==================== block 1
==> config.mk <==
export PLATFORM = sky130hd
export DESIGN_NAME = voice_mix_sequencer
export DESIGN_NICKNAME = d
export VERILOG_FILES = /design/src/rtl/synth_pkg.sv /design/src/rtl/mix_saturate.sv /design/src/rtl/voice_mix_sequencer.sv
export SDC_FILE = /design/constraint.sdc
export NUM_CORES = 1
export LEC_CHECK = 0
export CORE_MARGIN = 4
export CORE_UTILIZATION = 30
export CTS_CLUSTER_DIAMETER = 200
export DETAILED_ROUTE_END_ITERATION = 6
export SLEW_MARGIN = 20
export SYNTH_ARGS = -nofsm -noshare
export SYNTH_HDL_FRONTEND = slang
export SYNTH_HIERARCHICAL = 1
export SYNTH_SLANG_ARGS = --single-unit
==> constraint.sdc <==
create_clock -name clk -period 2.2 [get_ports clk]
set_input_delay 0.22 -clock clk [delete_from_list [all_inputs] [get_ports clk]]
set_output_delay 0.22 -clock clk [all_outputs]
set_load 0.005 [all_outputs]
==> src/rtl/synth_pkg.sv <==
// Shared synthesizer definitions: voice count, sample format and the mix sequencer states.
package synth_pkg;
    localparam int NUM_VOICES = 8;
    localparam int SAMPLE_W   = 16;

    typedef logic signed [SAMPLE_W-1:0] sample_t;

    typedef enum logic [1:0] {IDLE, SCAN, DONE, OUT} mixseq_state_t;
endpackage

==> src/rtl/mix_saturate.sv <==
// Arithmetic right shift of a wide accumulator followed by a clamp to a signed DW-bit sample.
module mix_saturate #(
    parameter int DW    = 16,
    parameter int ACC_W = 19
) (
    input  logic signed [ACC_W-1:0] acc,
    input  logic        [1:0]       shift,
    output logic signed [DW-1:0]    sat
);
    localparam logic signed [ACC_W-1:0] MAXV = {{(ACC_W-DW+1){1'b0}}, {(DW-1){1'b1}}};
    localparam logic signed [ACC_W-1:0] MINV = {{(ACC_W-DW+1){1'b1}}, {(DW-1){1'b0}}};

    logic signed [ACC_W-1:0] shifted;

    assign shifted = acc >>> shift;

    always_comb begin
        if (shifted > MAXV)      sat = MAXV[DW-1:0];
        else if (shifted < MINV) sat = MINV[DW-1:0];
        else                     sat = shifted[DW-1:0];
    end
endmodule

==> src/rtl/voice_mix_sequencer.sv <==
// Walks the one-hot voice mux once per sample tick, sums the enabled voices, then
// scales/saturates the sum and hands it downstream over valid/ready.
module voice_mix_sequencer import synth_pkg::*; #(
    parameter int DW    = SAMPLE_W,
    parameter int ACC_W = DW + $clog2(NUM_VOICES)
) (
    input  logic                  clk,
    input  logic                  reset_n,
    input  logic                  sample_tick,
    input  logic [NUM_VOICES-1:0] voice_en,
    input  logic [1:0]            gain_shift,
    output logic [NUM_VOICES-1:0] sel_oneHot,
    input  logic signed [DW-1:0]  mux_data,
    output logic signed [DW-1:0]  mix_out,
    output logic                  mix_valid,
    input  logic                  mix_ready,
    output logic                  busy,
    output logic                  overrun
);
    localparam int IW = $clog2(NUM_VOICES);
    localparam logic [IW-1:0] LAST = IW'(NUM_VOICES-1);

    mixseq_state_t           state, state_d;
    logic [IW-1:0]           idx, idx_n;
    logic [NUM_VOICES-1:0]   en_q, sel_first, sel_next;
    logic [1:0]              sh_q;
    logic signed [ACC_W-1:0] acc;
    logic signed [DW-1:0]    sat_out;
    logic                    start;

    always_ff @(posedge clk or negedge reset_n) begin
        if (!reset_n) state <= IDLE;
        else          state <= state_d;
    end

    // A tick is taken in IDLE, or in OUT on the very cycle the result is accepted.
    always_comb begin
        state_d = state;
        start   = 1'b0;
        overrun = 1'b0;
        case (state)
            IDLE: if (sample_tick) begin
                start   = 1'b1;
                state_d = SCAN;
            end
            SCAN: begin
                overrun = sample_tick;
                if (idx == LAST) state_d = DONE;
            end
            DONE: begin
                overrun = sample_tick;
                state_d = OUT;
            end
            OUT: if (mix_ready) begin
                start   = sample_tick;
                state_d = sample_tick ? SCAN : IDLE;
            end else begin
                overrun = sample_tick;
            end
            default: state_d = IDLE;
        endcase
    end

    assign busy  = (state == SCAN) || (state == DONE);
    assign idx_n = idx + 1'b1;

    // Select is registered, so it is computed one cycle ahead of the scan slot it drives.
    always_comb begin
        sel_first = {{(NUM_VOICES-1){1'b0}}, voice_en[0]};
        sel_next  = '0;
        if (idx != LAST && en_q[idx_n]) sel_next = {{(NUM_VOICES-1){1'b0}}, 1'b1} << idx_n;
    end

    always_ff @(posedge clk or negedge reset_n) begin
        if (!reset_n) begin
            en_q       <= '0;
            sh_q       <= '0;
            acc        <= '0;
            idx        <= '0;
            sel_oneHot <= '0;
            mix_out    <= '0;
            mix_valid  <= 1'b0;
        end else begin
            case (state)
                SCAN: begin
                    if (|sel_oneHot) acc <= acc + {{(ACC_W-DW){mux_data[DW-1]}}, mux_data};
                    idx        <= idx_n;
                    sel_oneHot <= sel_next;
                end
                DONE: begin
                    mix_out   <= sat_out;
                    mix_valid <= 1'b1;
                end
                OUT: if (mix_ready) mix_valid <= 1'b0;
                default: ;
            endcase
            if (start) begin
                en_q       <= voice_en;
                sh_q       <= gain_shift;
                acc        <= '0;
                idx        <= '0;
                sel_oneHot <= sel_first;
            end
        end
    end

    mix_saturate #(.DW(DW), .ACC_W(ACC_W)) u_sat (
        .acc   (acc),
        .shift (sh_q),
        .sat   (sat_out)
    );
endmodule

==================== block 2
--- config.mk ---
export PLATFORM = sky130hd
export DESIGN_NAME = pulse_period_monitor
export DESIGN_NICKNAME = d
export VERILOG_FILES = /design/src/rtl/pulse_period_monitor.sv
export SDC_FILE = /design/constraint.sdc
export NUM_CORES = 1
export LEC_CHECK = 0
export CAP_MARGIN = 20
export CORE_MARGIN = 1
export CORE_UTILIZATION = 43
export DETAILED_ROUTE_END_ITERATION = 10
export SKIP_LAST_GASP = 1
export SLEW_MARGIN = 20
export SYNTH_ARGS = -nofsm -noshare
export SYNTH_HDL_FRONTEND = slang
export SYNTH_SLANG_ARGS = --single-unit
--- constraint.sdc ---
create_clock -name clk -period 7.6 [get_ports clk]
set_clock_uncertainty 0.15 [all_clocks]
set_input_delay 1.52 -clock clk [delete_from_list [all_inputs] [get_ports clk]]
set_output_delay 1.52 -clock clk [all_outputs]
set_load 0.005 [all_outputs]
--- src/rtl/pulse_period_monitor.sv ---
// -----------------------------------------------------------------------------
// pulse_period_monitor
//
// Watches an active-low periodic pulse line and measures the number of clk
// cycles between successive falling edges. Each measured period is checked
// against EXPECTED +/- TOL. After LOCK_COUNT consecutive in-window periods the
// monitor declares lock. A bad period while locked, or no edge for TIMEOUT
// cycles while acquiring or locked, is a loss event. Loss events set a sticky
// error flag that only clr_err clears.
//
// Ports:
//   clk           in   system clock, everything sampled on its rising edge
//   rst           in   synchronous reset, active-high
//   pulse_n       in   monitored active-low pulse line
//   clr_err       in   clears err_sticky (a loss event in the same cycle wins)
//   period        out  last measured period in clk cycles
//   period_valid  out  one-cycle strobe when period updates
//   locked        out  high while in LOCKED
//   lost          out  high while in LOST
//   err_sticky    out  set on any loss event, held until clr_err
//   match_cnt     out  consecutive in-window periods, saturates at 7
//
// Optional feature (compile-time macro PULSE_MON_SYNC_EN):
//   When defined, pulse_n passes through a 2-FF synchroniser (reset to 1)
//   before edge detection, so the pin may be asynchronous to clk. Edge
//   detection then lags the pin by 2 cycles; measured periods are unchanged.
//   When undefined, pulse_n must be synchronous to clk and is used directly.
//
// Handshake note: there is no back-pressure. period_valid is a pure strobe;
// a consumer must capture period in the cycle period_valid is high.
// -----------------------------------------------------------------------------
module pulse_period_monitor #(
    parameter int COUNT_WIDTH = 32,
    parameter int EXPECTED    = 10000,
    parameter int TOL         = 2,
    parameter int LOCK_COUNT  = 4,
    parameter int TIMEOUT     = 20000
) (
    input  logic                   clk,
    input  logic                   rst,
    input  logic                   pulse_n,
    input  logic                   clr_err,
    output logic [COUNT_WIDTH-1:0] period,
    output logic                   period_valid,
    output logic                   locked,
    output logic                   lost,
    output logic                   err_sticky,
    output logic [2:0]             match_cnt
);

    typedef enum logic [1:0] {
        ST_IDLE    = 2'd0,
        ST_ACQUIRE = 2'd1,
        ST_LOCKED  = 2'd2,
        ST_LOST    = 2'd3
    } state_t;

    localparam logic [COUNT_WIDTH-1:0] CNT_MAX      = '1;
    localparam logic [COUNT_WIDTH-1:0] TIMEOUT_LAST = COUNT_WIDTH'(TIMEOUT - 1);
    // Window bounds carry one extra bit so EXPECTED+TOL cannot wrap.
    localparam logic [COUNT_WIDTH:0]   WIN_LO       = (COUNT_WIDTH+1)'(EXPECTED - TOL);
    localparam logic [COUNT_WIDTH:0]   WIN_HI       = (COUNT_WIDTH+1)'(EXPECTED + TOL);
    localparam int unsigned            LOCK_TARGET  = LOCK_COUNT;

    state_t                 state_q, state_d;
    logic [COUNT_WIDTH-1:0] cnt_q, cnt_d;
    logic                   prev_q, prev_d;
    logic [COUNT_WIDTH-1:0] period_q, period_d;
    logic                   period_valid_q, period_valid_d;
    logic                   locked_q, locked_d;
    logic                   lost_q, lost_d;
    logic                   err_q, err_d;
    logic [2:0]             match_q, match_d;

    logic                   cur;
    logic                   fall;
    logic [COUNT_WIDTH-1:0] captured;
    logic                   in_window;
    logic                   timeout_hit;
    logic                   loss_event;
    logic [2:0]             match_inc;

`ifdef PULSE_MON_SYNC_EN
    logic sync1_q, sync1_d;
    logic sync2_q, sync2_d;

    always_comb begin
        sync1_d = pulse_n;
        sync2_d = sync1_q;
    end

    // Reset to 1 so a line idling high never produces a spurious fall.
    always_ff @(posedge clk) begin
        if (rst) begin
            sync1_q <= 1'b1;
            sync2_q <= 1'b1;
        end else begin
            sync1_q <= sync1_d;
            sync2_q <= sync2_d;
        end
    end

    assign cur = sync2_q;
`else
    assign cur = pulse_n;
`endif

    always_comb begin
        state_d        = state_q;
        period_d       = period_q;
        period_valid_d = 1'b0;
        match_d        = match_q;
        loss_event     = 1'b0;

        fall   = prev_q && !cur;
        prev_d = cur;

        // The period ending on this fall includes the current cycle.
        captured  = (cnt_q == CNT_MAX) ? CNT_MAX : cnt_q + 1'b1;
        in_window = ({1'b0, captured} >= WIN_LO) && ({1'b0, captured} <= WIN_HI);

        if (fall) begin
            cnt_d = '0;
        end else if (cnt_q == CNT_MAX) begin
            cnt_d = cnt_q;
        end else begin
            cnt_d = cnt_q + 1'b1;
        end

        // A fall in the same cycle always beats the timeout.
        timeout_hit = !fall && (cnt_q == TIMEOUT_LAST);
        match_inc   = (match_q == 3'd7) ? 3'd7 : match_q + 3'd1;

        case (state_q)
            // No reference edge yet: the first fall only starts a measurement.
            ST_IDLE, ST_LOST: begin
                if (fall) begin
                    state_d = ST_ACQUIRE;
                end
            end
            ST_ACQUIRE: begin
                if (fall) begin
                    period_d       = captured;
                    period_valid_d = 1'b1;
                    if (in_window) begin
                        match_d = match_inc;
                        if (32'(match_inc) >= LOCK_TARGET) begin
                            state_d = ST_LOCKED;
                        end
                    end else begin
                        match_d = 3'd0;
                    end
                end else if (timeout_hit) begin
                    state_d    = ST_LOST;
                    loss_event = 1'b1;
                    match_d    = 3'd0;
                end
            end
            ST_LOCKED: begin
                if (fall) begin
                    period_d       = captured;
                    period_valid_d = 1'b1;
                    if (in_window) begin
                        match_d = match_inc;
                    end else begin
                        state_d    = ST_LOST;
                        loss_event = 1'b1;
                        match_d    = 3'd0;
                    end
                end else if (timeout_hit) begin
                    state_d    = ST_LOST;
                    loss_event = 1'b1;
                    match_d    = 3'd0;
                end
            end
            default: begin
                state_d = ST_IDLE;
            end
        endcase

        // A new loss event takes priority over a clear in the same cycle.
        if (loss_event) begin
            err_d = 1'b1;
        end else if (clr_err) begin
            err_d = 1'b0;
        end else begin
            err_d = err_q;
        end

        locked_d = (state_d == ST_LOCKED);
        lost_d   = (state_d == ST_LOST);
    end

    always_ff @(posedge clk) begin
        if (rst) begin
            state_q        <= ST_IDLE;
            cnt_q          <= '0;
            prev_q         <= 1'b1;
            period_q       <= '0;
            period_valid_q <= 1'b0;
            locked_q       <= 1'b0;
            lost_q         <= 1'b0;
            err_q          <= 1'b0;
            match_q        <= 3'd0;
        end else begin
            state_q        <= state_d;
            cnt_q          <= cnt_d;
            prev_q         <= prev_d;
            period_q       <= period_d;
            period_valid_q <= period_valid_d;
            locked_q       <= locked_d;
            lost_q         <= lost_d;
            err_q          <= err_d;
            match_q        <= match_d;
        end
    end

    assign period       = period_q;
    assign period_valid = period_valid_q;
    assign locked       = locked_q;
    assign lost         = lost_q;
    assign err_sticky   = err_q;
    assign match_cnt    = match_q;

endmodule

==================== block 3
===== src/rtl/arb4ph_pkg.sv =====
// Shared definitions for the N-channel 4-phase arbiter.
// Holds the FSM state type, the arbitration mode codes and the winner-select
// function used in IDLE. Nothing here has ports.
package arb4ph_pkg;

    typedef enum logic [1:0] {IDLE, REQ, ACK, RTZ} arb_state_e;

    localparam int ARB_FIXED = 0;
    localparam int ARB_RR    = 1;
    localparam int MAX_CH    = 32;

    // Returns the index of the first set bit of vec among the low n_ch bits.
    // rr=0: search starts at 0. rr=1: search starts at ptr and wraps at n_ch.
    // Callers only rely on the result when vec has at least one bit set.
    function automatic logic [4:0] pick_winner(input logic [MAX_CH-1:0] vec,
                                               input logic [4:0]        ptr,
                                               input int                n_ch,
                                               input logic              rr);
        logic       found;
        logic [4:0] idx;
        int         j;
        found = 1'b0;
        idx   = '0;
        for (int i = 0; i < MAX_CH; i++) begin
            j = rr ? int'(ptr) + i : i;
            if (j >= n_ch) j = j - n_ch;
            if (i < n_ch && !found && vec[j]) begin
                found = 1'b1;
                idx   = 5'(j);
            end
        end
        return idx;
    endfunction

endpackage


===== src/rtl/sync_ff_n.sv =====
// W-bit flip-flop synchroniser, STAGES deep; a plain wire when STAGES is 0.
// Ports: clk, rst (sync, active high, clears every stage), d (async in),
//        q (d delayed STAGES cycles).
module sync_ff_n #(
    parameter int W      = 1,
    parameter int STAGES = 2
) (
    input  logic         clk,
    input  logic         rst,
    input  logic [W-1:0] d,
    output logic [W-1:0] q
);

    generate
        if (STAGES == 0) begin : g_pass
            logic unused_clk_rst;
            assign unused_clk_rst = clk ^ rst;
            assign q = d;
        end else begin : g_sync
            logic [W-1:0] stg_q [STAGES];
            logic [W-1:0] stg_d [STAGES];

            always_comb begin
                stg_d[0] = d;
                for (int i = 1; i < STAGES; i++) stg_d[i] = stg_q[i-1];
            end

            always_ff @(posedge clk) begin
                for (int i = 0; i < STAGES; i++) begin
                    if (rst) stg_q[i] <= '0;
                    else     stg_q[i] <= stg_d[i];
                end
            end

            assign q = stg_q[STAGES-1];
        end
    endgenerate

endmodule


===== src/rtl/arbiter_rn_4ph_sync.sv =====
// N-channel 4-phase request/acknowledge arbiter onto a single downstream
// channel, fixed-priority or round-robin, with optional input synchronisers.
// Ports: clk, rst (sync, active high); r/a upstream request/ack per channel;
//        r0/a0 downstream request/ack; grant_id owner index (valid when busy);
//        busy (FSM not IDLE); proto_err (sticky handshake violation).
// All outputs are registered.
module arbiter_rn_4ph_sync
    import arb4ph_pkg::*;
#(
    parameter int N_CH        = 4,
    parameter int ARB_MODE    = 1,
    parameter int SYNC_STAGES = 2,
    parameter int IDX_W       = (N_CH > 1) ? $clog2(N_CH) : 1
) (
    input  logic             clk,
    input  logic             rst,
    input  logic [N_CH-1:0]  r,
    output logic [N_CH-1:0]  a,
    output logic             r0,
    input  logic             a0,
    output logic [IDX_W-1:0] grant_id,
    output logic             busy,
    output logic             proto_err
);

    logic [N_CH-1:0]   rs;
    logic              a0s;
    logic [MAX_CH-1:0] rs_ext;
    logic [IDX_W-1:0]  w_pick;

    arb_state_e        state_q, state_d;
    logic [N_CH-1:0]   a_q, a_d;
    logic              r0_q, r0_d;
    logic              busy_q, busy_d;
    logic              perr_q, perr_d;
    logic              a0s_prev_q, a0s_prev_d;
    logic [IDX_W-1:0]  grant_id_q, grant_id_d;
    logic [IDX_W-1:0]  ptr_q, ptr_d;

    sync_ff_n #(.W(N_CH), .STAGES(SYNC_STAGES)) u_sync_r (
        .clk (clk), .rst (rst), .d (r),  .q (rs)
    );

    sync_ff_n #(.W(1), .STAGES(SYNC_STAGES)) u_sync_a0 (
        .clk (clk), .rst (rst), .d (a0), .q (a0s)
    );

    always_comb begin
        rs_ext = '0;
        rs_ext[N_CH-1:0] = rs;
    end

    assign w_pick = IDX_W'(pick_winner(rs_ext, 5'(ptr_q), N_CH, ARB_MODE == ARB_RR));

    always_comb begin
        state_d    = state_q;
        a_d        = a_q;
        r0_d       = r0_q;
        busy_d     = busy_q;
        perr_d     = perr_q;
        grant_id_d = grant_id_q;
        ptr_d      = ptr_q;
        a0s_prev_d = a0s;

        case (state_q)
            IDLE: begin
                // Downstream acking with nothing outstanding.
                if (a0s) perr_d = 1'b1;
                if (|rs) begin
                    grant_id_d = w_pick;
                    r0_d       = 1'b1;
                    busy_d     = 1'b1;
                    state_d    = REQ;
                    if (ARB_MODE == ARB_RR)
                        ptr_d = (w_pick == IDX_W'(N_CH - 1)) ? '0 : w_pick + 1'b1;
                end
            end
            REQ: begin
                // Winner withdrew, or a0 dropped without ever acking this grant.
                if (!rs[grant_id_q])       perr_d = 1'b1;
                if (a0s_prev_q && !a0s)    perr_d = 1'b1;
                if (a0s) begin
                    a_d             = '0;
                    a_d[grant_id_q] = 1'b1;
                    state_d         = ACK;
                end
            end
            ACK: begin
                // a0 is high on entry, so any low sample here is a fall.
                if (!a0s) perr_d = 1'b1;
                if (!rs[grant_id_q]) begin
                    r0_d    = 1'b0;
                    state_d = RTZ;
                end
            end
            RTZ: begin
                if (!a0s) begin
                    a_d     = '0;
                    busy_d  = 1'b0;
                    state_d = IDLE;
                end
            end
            default: state_d = IDLE;
        endcase
    end

    always_ff @(posedge clk) begin
        if (rst) begin
            state_q    <= IDLE;
            a_q        <= '0;
            r0_q       <= 1'b0;
            busy_q     <= 1'b0;
            perr_q     <= 1'b0;
            a0s_prev_q <= 1'b0;
            grant_id_q <= '0;
            ptr_q      <= '0;
        end else begin
            state_q    <= state_d;
            a_q        <= a_d;
            r0_q       <= r0_d;
            busy_q     <= busy_d;
            perr_q     <= perr_d;
            a0s_prev_q <= a0s_prev_d;
            grant_id_q <= grant_id_d;
            ptr_q      <= ptr_d;
        end
    end

    assign a         = a_q;
    assign r0        = r0_q;
    assign busy      = busy_q;
    assign proto_err = perr_q;
    assign grant_id  = grant_id_q;

endmodule

===== config.mk =====
export PLATFORM = sky130hd
export DESIGN_NAME = arbiter_rn_4ph_sync
export DESIGN_NICKNAME = d
export VERILOG_FILES = /design/src/rtl/arb4ph_pkg.sv /design/src/rtl/sync_ff_n.sv /design/src/rtl/arbiter_rn_4ph_sync.sv
export SDC_FILE = /design/constraint.sdc
export NUM_CORES = 1
export LEC_CHECK = 0
export CORE_MARGIN = 2
export CORE_UTILIZATION = 43
export DETAILED_ROUTE_END_ITERATION = 16
export GPL_TIMING_DRIVEN = 1
export PLACE_DENSITY_LB_ADDON = 0.12
export SYNTH_ARGS = -nofsm -noshare
export SYNTH_HDL_FRONTEND = slang
export SYNTH_SLANG_ARGS = --single-unit

===== constraint.sdc =====
create_clock -name clk -period 3.3 [get_ports clk]
set_input_delay 0.66 -clock clk [delete_from_list [all_inputs] [get_ports clk]]
set_output_delay 0.66 -clock clk [all_outputs]
set_load 0.05 [all_outputs]

### Sequential cells grouped by signal name, block 3

(4 px per um) Other sequential cells in the stronger gray, the rest of the logic in the fainter gray.
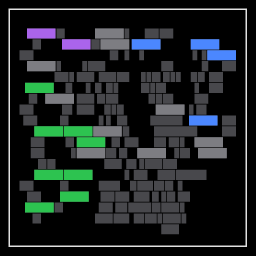
green -> u_sync_r.g_sync.stg_q  # sequential cells 8
purple -> u_sync_a0.g_sync.stg_q  # sequential cells 2
blue -> a  # sequential cells 4, where north-east
not colored = 10

==> qor.yml, block 3 <==
top_cell: "sky130_fd_sc_hd__dfxtp_1"
clock-sinks: 24
overall_die_area_um2: 3470
dominantRegCellSynth: "sky130_fd_sc_hd__dfxtp_1"
largest_class: "multi-input combinational cells"
status: "finished, violations left"
clk_path_buf_depth: 2
synth.net_count: 149
enable_flop_cells: 0
cts.reportedPaths.clkPinSlew_ns: 0.13
warning_count: 32
total_power_uw: 1120
violated_checks: "DRC"
clock_latency_ns: 0.31
drive_above_1_share_pct: 12.8
drcViolationCount: 1
### Routed metal, one color a layer, block 1

(3 px per um)
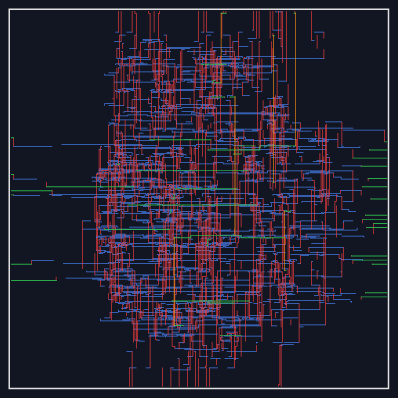
blue -> M1  # wire length 4,940 um
orange -> M4  # wire length 212 um
green -> M3  # wire length 476 um
red -> M2  # wire length 5,210 um

==> qor.yml, block 1 <==
warning_count: 35
synth_largest_type_area_fraction_pct: 35.4
internal_power_uw: 5180
sequentialPowerShare_pct: 22.9
clock_tree.htree_level_count: 3
cellPowerDensity_nw_per_um2: 1480
synth.net_count: 484
inv_count: 14
yosys-stat-cells: 424
logic_gates: 326
detailroute.wirelength.met3_um: 475
area_delta_synth_final_pct: 36.7
ys_sh_simple_pct: 15.9
comb_area_share_pct: 44.3
status: "finished, final reports clean"
grt_most_used_layer: "met2"
initialDrtViolationCount: 213
via_per_inst: 5.13
clk_path_buf_depth: 2
timing.clock.skew_ns: 0.0114
finalWeightedCongestion: 0.879
### Routed metal, one color a layer, block 2

(4 px per um)
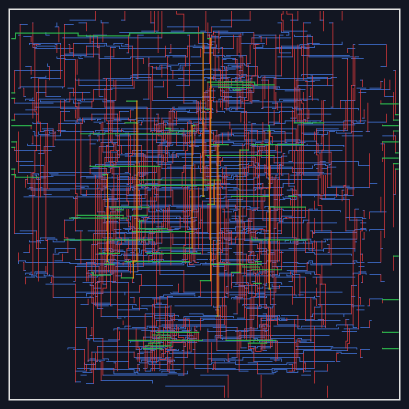
green -> M3  # wire length 561 um
orange -> M4  # wire length 318 um
blue -> M1  # wire length 5,350 um
red -> M2  # wire length 4,790 um
Total Wirelength: 11.0 mm
total number of vias: 3,721
GRT Overall Usage: 24.2%
per-cell routed wire length: 17.7 um

==> qor.yml, block 2 <==
worst-path-buf-inv: 0
worst_path_dominant_cell_family: "simple AND/OR/NAND/NOR gates"
post_synth_most_frequent_cells: "99 x sky130_fd_sc_hd__nor2_1, 74 x sky130_fd_sc_hd__dfxtp_1, 31 x sky130_fd_sc_hd__nand2_1, 26 x sky130_fd_sc_hd__a21oi_1, 26 x sky130_fd_sc_hd__clkbuf_1"
final.signal_buffer_count: 46
status: "finished, final reports clean"
sequential_share_of_cell_area_pct: 32.5
max-vdd-ir-drop_v: 0.000102
synth.distinct_cells: 64
lay_top_cells: "98 x sky130_fd_sc_hd__nor2_1, 74 x sky130_fd_sc_hd__dfxtp_1, 42 x sky130_fd_sc_hd__clkdlybuf4s50_1, 31 x sky130_fd_sc_hd__nand2_1, 26 x sky130_fd_sc_hd__a21oi_1"
wire_length_on_met2_mm: 4.79
synth.cellmix.xorXnorShare_pct: 3.82
worstRegToRegCells: 8
ff_count: 74
fp_util_pct: 44.5
drcViolationCount: 0
ioPinCount: 43
min_delay_path_depth: 2
synth-async-reset-ratio_pct: 0
grtUsageMet2_pct: 36.4
numSynthFlops: 74
yosys-stat-area_um2: 3900
syn-mean-instance-area_um2: 7.96
critical_path.slowest_cell: "sky130_fd_sc_hd__a211oi_1"
ys_sh_simple_pct: 31.8
sequentialPowerShare_pct: 45.2

## Gallery

I/O nets highlighted.
Plate I
(4 px per um)
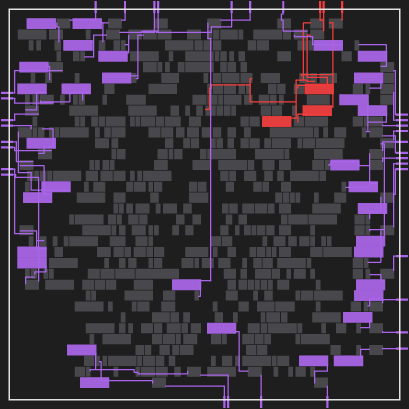
Plate II
(8 px per um)
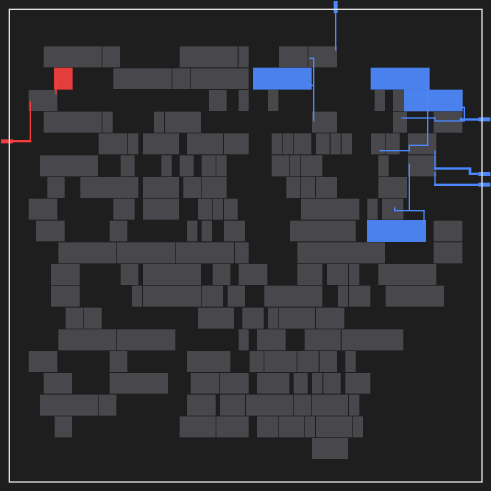
Plate III
(4 px per um)
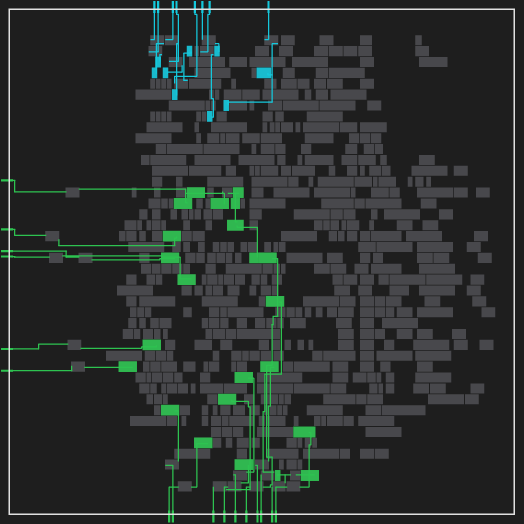
For block 2, see Plate I.
For block 3, see Plate II.
For block 1, see Plate III.
The one with the fewest cells is Plate II.
The one with the smallest die is Plate II.


==================== block 4
### Logic cells by family, block 4

(3 px per um)
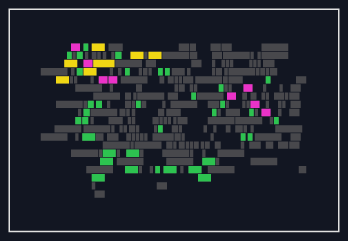

### config.mk
export PLATFORM = sky130hd
export DESIGN_NAME = recfg_delay_ctrl
export DESIGN_NICKNAME = d
export VERILOG_FILES = /design/src/rtl/recfg_delay_ctrl.sv
export SDC_FILE = /design/constraint.sdc
export NUM_CORES = 1
export LEC_CHECK = 0
export ABC_AREA = 1
export CAP_MARGIN = 30
export CORE_ASPECT_RATIO = 0.6
export CORE_MARGIN = 10
export CORE_UTILIZATION = 40
export CTS_CLUSTER_DIAMETER = 200
export DETAILED_ROUTE_END_ITERATION = 12
export GPL_TIMING_DRIVEN = 0
export PLACE_DENSITY = 0.64
export SYNTH_ARGS = -nofsm -noshare
export SYNTH_HDL_FRONTEND = slang
export SYNTH_SLANG_ARGS = --single-unit
### constraint.sdc
create_clock -name clk -period 3.5 [get_ports clk]
set_input_delay 0.525 -clock clk [delete_from_list [all_inputs] [get_ports clk]]
set_output_delay 0.525 -clock clk [all_outputs]
set_load 0.01 [all_outputs]
### src/rtl/recfg_delay_ctrl.sv
// Length controller for a reconfigurable delay chain: drains (or flushes) in-flight samples before applying a new length.
// Optional feature macro: RECFG_DELAY_CTRL_FLUSH_EN (skip DRAIN and discard in-flight samples on a length change).
module recfg_delay_ctrl #(
    parameter int unsigned MAX_LEN = 16,
    parameter int unsigned MIN_LEN = 0,
    localparam int unsigned LW = $clog2(MAX_LEN + 1)
) (
    input  logic          clk,
    input  logic          rst_n,
    input  logic          in_valid,
    output logic          in_ready,
    input  logic          cfg_valid,
    input  logic [LW-1:0] cfg_len,
    output logic          cfg_ready,
    output logic          chain_en,
    output logic [LW-1:0] chain_len,
    output logic          out_valid,
    output logic          busy
);

    localparam logic [1:0] S_RUN    = 2'd0;
    localparam logic [1:0] S_DRAIN  = 2'd1;
    localparam logic [1:0] S_SWITCH = 2'd2;

    logic [1:0]         state_q, state_d;
    logic [LW-1:0]      len_q, len_d;
    logic [LW-1:0]      pend_q, pend_d;
    logic [LW-1:0]      cnt_q, cnt_d;
    logic [MAX_LEN-1:0] vsr_q, vsr_d;

    logic          in_ready_c, cfg_ready_c, chain_en_c, out_valid_c, busy_c;
    logic          in_fire, cfg_fire, tap;
    logic [LW-1:0] clen, len_m1;

    // State and datapath registers
    always_ff @(posedge clk or negedge rst_n) begin
        if (!rst_n) begin
            state_q <= S_RUN;
            len_q   <= LW'(MIN_LEN);
            pend_q  <= LW'(MIN_LEN);
            cnt_q   <= '0;
            vsr_q   <= '0;
        end else begin
            state_q <= state_d;
            len_q   <= len_d;
            pend_q  <= pend_d;
            cnt_q   <= cnt_d;
            vsr_q   <= vsr_d;
        end
    end

    // Next-state, handshakes and chain control
    always_comb begin
        state_d     = state_q;
        len_d       = len_q;
        pend_d      = pend_q;
        cnt_d       = cnt_q;
        vsr_d       = vsr_q;
        in_ready_c  = 1'b0;
        cfg_ready_c = 1'b0;
        chain_en_c  = 1'b0;
        busy_c      = 1'b0;

        if (cfg_len < LW'(MIN_LEN)) begin
            clen = LW'(MIN_LEN);
        end else if (cfg_len > LW'(MAX_LEN)) begin
            clen = LW'(MAX_LEN);
        end else begin
            clen = cfg_len;
        end

        // Handshakes are suppressed while reset is asserted
        if (rst_n) begin
            in_ready_c  = (state_q == S_RUN);
            cfg_ready_c = (state_q == S_RUN);
            busy_c      = (state_q != S_RUN);
        end
        in_fire  = in_valid & in_ready_c;
        cfg_fire = cfg_valid & cfg_ready_c;

        if (state_q == S_RUN) begin
            chain_en_c = in_fire;
        end else if (state_q == S_DRAIN) begin
            chain_en_c = rst_n;
        end

        len_m1      = len_q - LW'(1);
        tap         = |(vsr_q & (MAX_LEN'(1) << len_m1));
        out_valid_c = (len_q == '0) ? in_fire : (chain_en_c & tap);

        if (chain_en_c) begin
            vsr_d = (vsr_q << 1) | MAX_LEN'(in_fire);
        end
        if (len_q != '0) begin
            cnt_d = cnt_q + LW'(in_fire) - LW'(out_valid_c);
        end

        case (state_q)
            S_RUN: begin
                if (cfg_fire && (clen != len_q)) begin
                    pend_d = clen;
`ifdef RECFG_DELAY_CTRL_FLUSH_EN
                    state_d = S_SWITCH;
`else
                    state_d = S_DRAIN;
`endif
                end
            end
            S_DRAIN: begin
                // Last in-flight sample leaves this cycle (or none remain)
                if ((cnt_q == '0) || ((cnt_q == LW'(1)) && out_valid_c)) begin
                    state_d = S_SWITCH;
                end
            end
            S_SWITCH: begin
                len_d   = pend_q;
                vsr_d   = '0;
                cnt_d   = '0;
                state_d = S_RUN;
            end
            default: begin
                state_d = S_RUN;
            end
        endcase
    end

    assign in_ready  = in_ready_c;
    assign cfg_ready = cfg_ready_c;
    assign chain_en  = chain_en_c;
    assign chain_len = len_q;
    assign out_valid = out_valid_c;
    assign busy      = busy_c;

endmodule

==================== block 5
==> config.mk <==
export PLATFORM = sky130hd
export DESIGN_NAME = req_ack_responder
export DESIGN_NICKNAME = d
export VERILOG_FILES = /design/src/rtl/resp_pkg.sv /design/src/rtl/resp_sat_counter.sv /design/src/rtl/req_ack_responder.sv
export SDC_FILE = /design/constraint.sdc
export NUM_CORES = 1
export LEC_CHECK = 0
export ABC_AREA = 1
export CORE_ASPECT_RATIO = 0.8
export CORE_UTILIZATION = 47
export DETAILED_ROUTE_END_ITERATION = 10
export GPL_TIMING_DRIVEN = 0
export PLACE_DENSITY = 0.82
export SETUP_SLACK_MARGIN = 0.05
export SYNTH_ARGS = -nofsm -noshare
export SYNTH_HDL_FRONTEND = slang
export SYNTH_SLANG_ARGS = --single-unit
export TNS_END_PERCENT = 50
==> constraint.sdc <==
create_clock -name CLK -period 1.7 [get_ports CLK]
set_clock_uncertainty 0.2 [all_clocks]
set_input_delay 0.255 -clock CLK [delete_from_list [all_inputs] [get_ports CLK]]
set_output_delay 0.255 -clock CLK [all_outputs]
set_load 0.03 [all_outputs]
==> src/rtl/resp_pkg.sv <==
// Shared types, default widths and helpers for the req/ack responder.
// Optional checks are enabled with the RESP_ASSERT_EN macro.
package resp_pkg;

    typedef enum logic [1:0] {
        IDLE,
        ACK,
        BURST
    } resp_state_t;

    localparam int RESP_DATA_W  = 8;
    localparam int RESP_SEQ_W   = 4;
    localparam int RESP_BURST_W = 3;

    function automatic logic [31:0] sat_inc(
        input logic [31:0] v,
        input logic [31:0] max
    );
        return (v >= max) ? max : v + 32'd1;
    endfunction

endpackage

==> src/rtl/resp_sat_counter.sv <==
// Saturating counter with clear and load-to-one, used for burst length.
// Synchronous active-low reset.
module resp_sat_counter
    import resp_pkg::*;
#(
    parameter int W = 3
) (
    input  logic         clk,
    input  logic         rst_n,
    input  logic         clr,
    input  logic         load1,
    input  logic         inc,
    output logic [W-1:0] cnt
);

    localparam logic [31:0] MAX = 32'((1 << W) - 1);

    always_ff @(posedge clk) begin
        if (!rst_n) begin
            cnt <= '0;
        end else if (clr) begin
            cnt <= '0;
        end else if (load1) begin
            cnt <= W'(1);
        end else if (inc) begin
            cnt <= W'(sat_inc(32'(cnt), MAX));
        end
    end

endmodule

==> src/rtl/req_ack_responder.sv <==
// Responder for "req |-> ##1 ack": acks each request one cycle later.
// Define RESP_ASSERT_EN to compile in the protocol assertions and cover.
module req_ack_responder
    import resp_pkg::*;
#(
    parameter int DATA_W  = RESP_DATA_W,
    parameter int SEQ_W   = RESP_SEQ_W,
    parameter int BURST_W = RESP_BURST_W
) (
    input  logic               CLK,
    input  logic               RESET,
    input  logic               req,
    input  logic [DATA_W-1:0]  req_data,
    output logic               ack,
    output logic [DATA_W-1:0]  ack_data,
    output logic [SEQ_W-1:0]   ack_seq,
    output logic [BURST_W-1:0] burst_len,
    output logic [DATA_W-1:0]  csum,
    output logic               busy
);

    resp_state_t      state;
    resp_state_t      state_nxt;
    logic [SEQ_W-1:0] seq_nxt;
    logic             from_idle;

    assign from_idle = (state == IDLE);

    always_comb begin
        state_nxt = IDLE;
        unique case (state)
            IDLE:    state_nxt = req ? ACK : IDLE;
            ACK:     state_nxt = req ? BURST : IDLE;
            BURST:   state_nxt = req ? BURST : IDLE;
            default: state_nxt = IDLE;
        endcase
    end

    always_ff @(posedge CLK) begin
        if (!RESET) begin
            state    <= IDLE;
            ack_data <= '0;
            ack_seq  <= '0;
            seq_nxt  <= '0;
            csum     <= '0;
        end else begin
            state <= state_nxt;
            if (req) begin
                ack_data <= req_data + DATA_W'(1);
                ack_seq  <= seq_nxt;
                seq_nxt  <= seq_nxt + SEQ_W'(1);
                csum     <= from_idle ? req_data : (csum ^ req_data);
            end else begin
                csum <= '0;
            end
        end
    end

    // ack and busy come straight from the state register
    assign ack  = (state != IDLE);
    assign busy = ack;

    resp_sat_counter #(
        .W (BURST_W)
    ) u_burst (
        .clk   (CLK),
        .rst_n (RESET),
        .clr   (!req),
        .load1 (req && from_idle),
        .inc   (req && !from_idle),
        .cnt   (burst_len)
    );

`ifdef RESP_ASSERT_EN
    a_req_ack : assert property (
        @(posedge CLK) disable iff (!RESET) req |-> ##1 ack
    );

    a_ack_req : assert property (
        @(posedge CLK) disable iff (!RESET) ack |-> $past(req)
    );

    c_burst_sat : cover property (
        @(posedge CLK) disable iff (!RESET)
            burst_len == BURST_W'((1 << BURST_W) - 1)
    );
`endif

endmodule
==================== block 6
`src/rtl/clk_rst_sequencer.sv`:
```
// rtl/clk_rst_sequencer.sv - multi-channel divided tick/phase generator with staggered reset release
module clk_rst_sequencer #(
    parameter int NUM_CH   = 4,
    parameter int DIV_W    = 8,
    parameter int DLY_W    = 8,
    parameter int HOLD_CYC = 16
) (
    input  logic                      clk,
    input  logic                      rstn,
    input  logic [NUM_CH*DIV_W-1:0]   cfg_div,
    input  logic [NUM_CH*DLY_W-1:0]   cfg_dly,
    input  logic                      cfg_load,
    input  logic [NUM_CH-1:0]         ch_en,
    input  logic                      sw_rst_req,
    output logic [NUM_CH-1:0]         ch_rstn,
    output logic [NUM_CH-1:0]         ch_tick,
    output logic [NUM_CH-1:0]         ch_phase,
    output logic                      busy,
    output logic                      seq_done
);

    localparam int IDX_W  = (NUM_CH > 1) ? $clog2(NUM_CH) : 1;
    localparam int HOLD_W = $clog2(HOLD_CYC + 1);
    localparam int CNT_W  = (DLY_W > HOLD_W) ? DLY_W : HOLD_W;
    localparam logic [IDX_W-1:0] LAST_IDX = IDX_W'(NUM_CH - 1);

    localparam logic [1:0] IDLE = 2'd0;
    localparam logic [1:0] REL  = 2'd1;
    localparam logic [1:0] DONE = 2'd2;
    localparam logic [1:0] HOLD = 2'd3;

    logic [1:0]              sync;
    logic                    rst_s;
    logic [1:0]              state;
    logic [IDX_W-1:0]        idx;
    logic [IDX_W-1:0]        nxt_idx;
    logic [CNT_W-1:0]        cnt;
    logic [NUM_CH*DIV_W-1:0] sh_div;
    logic [NUM_CH*DLY_W-1:0] sh_dly;
    logic [DLY_W-1:0]        dly_first;
    logic [DLY_W-1:0]        dly_nxt;
    logic                    load_ok;
    logic [DIV_W-1:0]        dcnt [NUM_CH];
    logic [DIV_W-1:0]        dm1  [NUM_CH];

    assign rst_s     = sync[1];
    assign load_ok   = rst_s && cfg_load && ((state == IDLE) || (state == DONE));
    assign nxt_idx   = (idx == LAST_IDX) ? '0 : idx + 1'b1;
    assign dly_first = sh_dly[DLY_W-1:0];
    assign dly_nxt   = sh_dly[nxt_idx*DLY_W +: DLY_W];

    // Release of the global reset is synchronised; assertion stays asynchronous
    always_ff @(posedge clk or negedge rstn) begin
        if (!rstn) sync <= 2'b00;
        else       sync <= {sync[0], 1'b1};
    end

    // Shadow config follows the inputs until the sequencer starts, then only on an accepted load
    always_ff @(posedge clk or negedge rstn) begin
        if (!rstn) begin
            sh_div <= '0;
            sh_dly <= '0;
        end else if (!rst_s || load_ok) begin
            sh_div <= cfg_div;
            sh_dly <= cfg_dly;
        end
    end

    // Release sequencer: one channel per slot, each slot lasting its delay plus one cycle
    always_ff @(posedge clk or negedge rstn) begin
        if (!rstn) begin
            state    <= IDLE;
            idx      <= '0;
            cnt      <= '0;
            ch_rstn  <= '0;
            busy     <= 1'b0;
            seq_done <= 1'b0;
        end else begin
            // busy rises with the cycle that enters REL/HOLD and drops one cycle after the last release
            busy     <= (state == REL) || (state == HOLD) ||
                        ((state == IDLE) && rst_s) || ((state == DONE) && sw_rst_req);
            seq_done <= (state == DONE) && !sw_rst_req;
            case (state)
                IDLE: begin
                    if (rst_s) begin
                        state <= REL;
                        idx   <= '0;
                        cnt   <= CNT_W'(dly_first);
                    end
                end
                REL: begin
                    if (cnt == '0) begin
                        ch_rstn[idx] <= 1'b1;
                        if (idx == LAST_IDX) begin
                            state <= DONE;
                        end else begin
                            idx <= nxt_idx;
                            cnt <= CNT_W'(dly_nxt);
                        end
                    end else begin
                        cnt <= cnt - 1'b1;
                    end
                end
                DONE: begin
                    if (sw_rst_req) begin
                        state   <= HOLD;
                        ch_rstn <= '0;
                        cnt     <= CNT_W'(HOLD_CYC - 1);
                    end
                end
                default: begin
                    if (cnt == '0) begin
                        state <= REL;
                        idx   <= '0;
                        cnt   <= CNT_W'(dly_first);
                    end else begin
                        cnt <= cnt - 1'b1;
                    end
                end
            endcase
        end
    end

    // Terminal count per channel; a zero divisor behaves as divide-by-one
    always_comb begin
        for (int i = 0; i < NUM_CH; i++) begin
            dm1[i] = (sh_div[i*DIV_W +: DIV_W] == '0) ? '0 : sh_div[i*DIV_W +: DIV_W] - 1'b1;
        end
    end

    // Per-channel dividers, parked at zero while in reset, disabled, or being reconfigured
    always_ff @(posedge clk or negedge rstn) begin
        if (!rstn) begin
            for (int i = 0; i < NUM_CH; i++) dcnt[i] <= '0;
            ch_tick  <= '0;
            ch_phase <= '0;
        end else begin
            for (int i = 0; i < NUM_CH; i++) begin
                if (!ch_rstn[i] || !ch_en[i] || load_ok) begin
                    dcnt[i]     <= '0;
                    ch_tick[i]  <= 1'b0;
                    ch_phase[i] <= 1'b0;
                end else if (dcnt[i] == dm1[i]) begin
                    dcnt[i]     <= '0;
                    ch_tick[i]  <= 1'b1;
                    ch_phase[i] <= ~ch_phase[i];
                end else begin
                    dcnt[i]    <= dcnt[i] + 1'b1;
                    ch_tick[i] <= 1'b0;
                end
            end
        end
    end

endmodule

```
`config.mk`:
```
export PLATFORM = sky130hd
export DESIGN_NAME = clk_rst_sequencer
export DESIGN_NICKNAME = d
export VERILOG_FILES = /design/src/rtl/clk_rst_sequencer.sv
export SDC_FILE = /design/constraint.sdc
export NUM_CORES = 1
export LEC_CHECK = 0
export CORE_ASPECT_RATIO = 1.25
export CORE_MARGIN = 3
export CORE_UTILIZATION = 25
export DETAILED_ROUTE_END_ITERATION = 12
export PLACE_DENSITY = 0.41
export SYNTH_ARGS = -nofsm -noshare
export SYNTH_HDL_FRONTEND = slang
export SYNTH_SLANG_ARGS = --single-unit
```
`constraint.sdc`:
```
create_clock -name clk -period 3.4 [get_ports clk]
set_input_delay 0.85 -clock clk [delete_from_list [all_inputs] [get_ports clk]]
set_output_delay 0.85 -clock clk [all_outputs]
set_load 0.01 [all_outputs]
```

==> gallery <==
Sequential cells grouped by signal name.
(a)
(2 px per um) Other sequential cells in the stronger gray, the rest of the logic in the fainter gray.
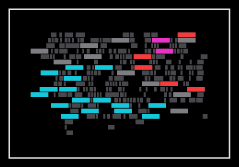
(b)
(1.5 px per um) Other sequential cells in the stronger gray, the rest of the logic in the fainter gray.
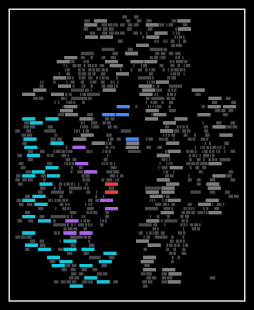
(c)
(4 px per um) Other sequential cells in the stronger gray, the rest of the logic in the fainter gray.
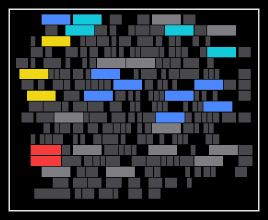
block 6 -> (b)
block 5 -> (c)
block 4 -> (a)
The one with the most sequential cells is (b).

### The clock network, block 5

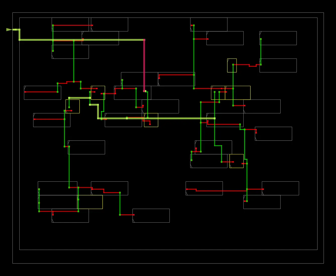
flip-flops: 29
number of buffers created by CTS: 5
clock distribution power: 479 uW
layout clock buffer count: 7

### Logic cells by family, block 5

(6 px per um)
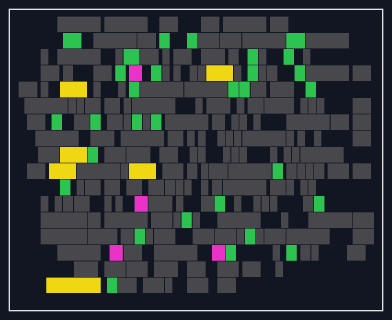
yellow -> fa/ha/maj cells  # cells 6, most used ha_1
magenta -> and/or cells  # cells 4, most used and3_1
green -> aoi and oai cells  # cells 30, most used a21oi_1

==> qor.yml, block 5 <==
wl_per_cell_um: 12.6
groute.layer.met1.usage_pct: 27.7
initialDrtViolationCount: 49
total_power_uw: 1550
power.static_leakage_uw: 0.000961
max_stage_delay_on_crit_path_ns: 0.34
critPathArrivalTime_ns: 1.16
ys_warns: 0
status: "finished, final reports clean"
max_cap_violations: 0
worstRegToRegCells: 6
p_comb_uw: 328
topCombFamilyByArea: "simple AND/OR/NAND/NOR gates"
total_setup_violations_reported_at_the_end_of_the_flow: 0
enable_flop_cells: 0
ioPinCount: 36
share_clk_of_total_power_pct: 30.9
finalCritPeriodShare_pct: 95.1
timing.rr.end: "u_burst.cnt[2]"
final-nonclk-buf-share_pct: 23.2
fin_nets: 239
### Routed metal, one color a layer, block 6

(2 px per um)
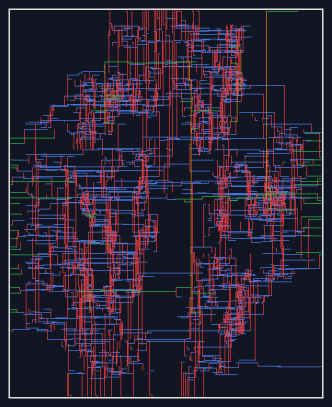
green -> M3  # wire length 648 um
orange -> M4  # wire length 316 um
red -> M2  # wire length 8,880 um
blue -> M1  # wire length 7,920 um

==> qor.yml, block 6 <==
status: "finished, final reports clean"
yosys-mux-area-fraction_pct: 10.7
finalInstanceArea_um2: 8880
ctsRootBufferMaster: "sky130_fd_sc_hd__clkbuf_16"
cellPowerDensity_nw_per_um2: 709
criticalPathCategory: "reg -> reg"
timing.clock.skew_ns: 0.00831
routed_wirelength_mm: 17.8
worstPathMaxFanout: 8
numSynthFlops: 124
comb_area_share_pct: 41.4
power.combinational.fraction_pct: 34.8
power.static_leakage_uw: 0.00363
drive_above_1_share_pct: 15.1
synth_largest_type_area_fraction_pct: 44.1
rrSetupSlack_ns: 0.52
gr-usage-met3_pct: 2.73
grtUsageMet2_pct: 20.9
stdcell_count: 1137
start_point_of_the_critical_path: "sh_div[8]"
critical_path_cell_count: 9
internal_power_uw: 4080
initialDrtViolationCount: 278
top_area_cell: "sky130_fd_sc_hd__dfrtp_1"
setup.worst_path.end_class: "register"
post_place_cells: 1105
power_top_consumer: "combinational logic"
inv_count: 27
### The clock network, block 4

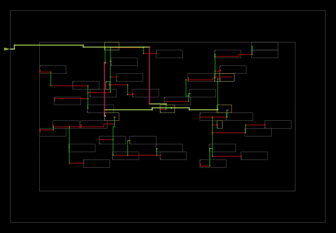
CTS Sinks: 33
layout clock buffer count: 6
clock distribution power: 275 uW
number of buffers created by CTS: 5

## Picture notes: 'Logic cells by family' of block 4
magenta -> xor and xnor cells  # cells 8, most used xor2_1
yellow -> fa/ha/maj cells  # cells 7, most used ha_1, where north-west
green -> aoi and oai cells  # cells 35, most used o22ai_2
most common cell after layout, fill and taps aside: sky130_fd_sc_hd__nand2_1
fraction of area in multi-input gates: 39.0%
Final Instance Count excl. Fillers: 310

==> qor.yml, block 4 <==
dominantRegCellSynth: "sky130_fd_sc_hd__dfrtp_1"
max-vdd-ir-drop_v: 0.000200
status: "finished, final reports clean"
final_worst_setup_slack_ns: 0.491
internal_power_uw: 756
yosysSeqAreaShare_pct: 43.1
ys_sh_simple_pct: 23.1
dp.final_hpwl_mm: 3.08
groute.layer.met1.usage_pct: 17.4
relSlewSlack_pct: 67.9
ys_warns: 0
synth-async-reset-ratio_pct: 100
ff_count: 33
clk_path_buf_depth: 2
cts.reportedPaths.clkPinSlew_ns: 0.07


==> notes/layouts.md <==
Pictures saved along the way, in no particular order.

I/O nets highlighted.
picture 1
(8 px per um)
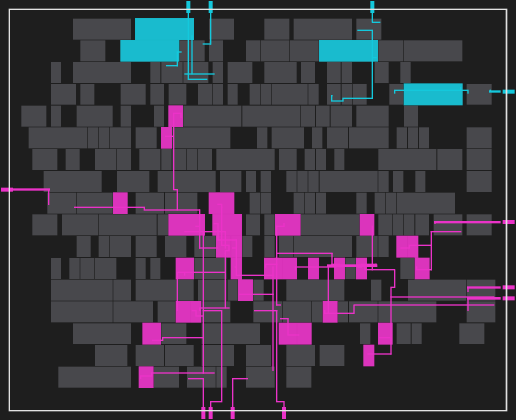
picture 2
(2 px per um)
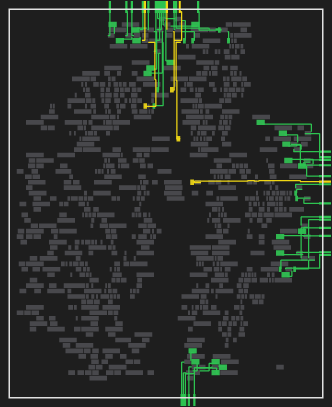
picture 3
(4 px per um)
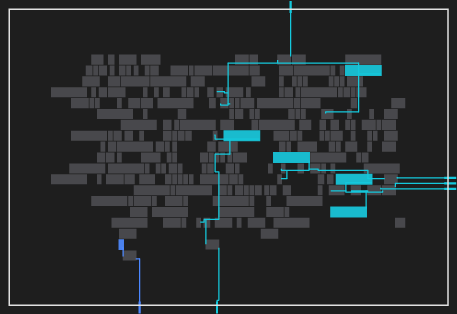
- picture 2 = block 6
- picture 3 = block 4
- picture 1 = block 5

Power figures rest on the tool's default switching activity, not on a simulated workload.
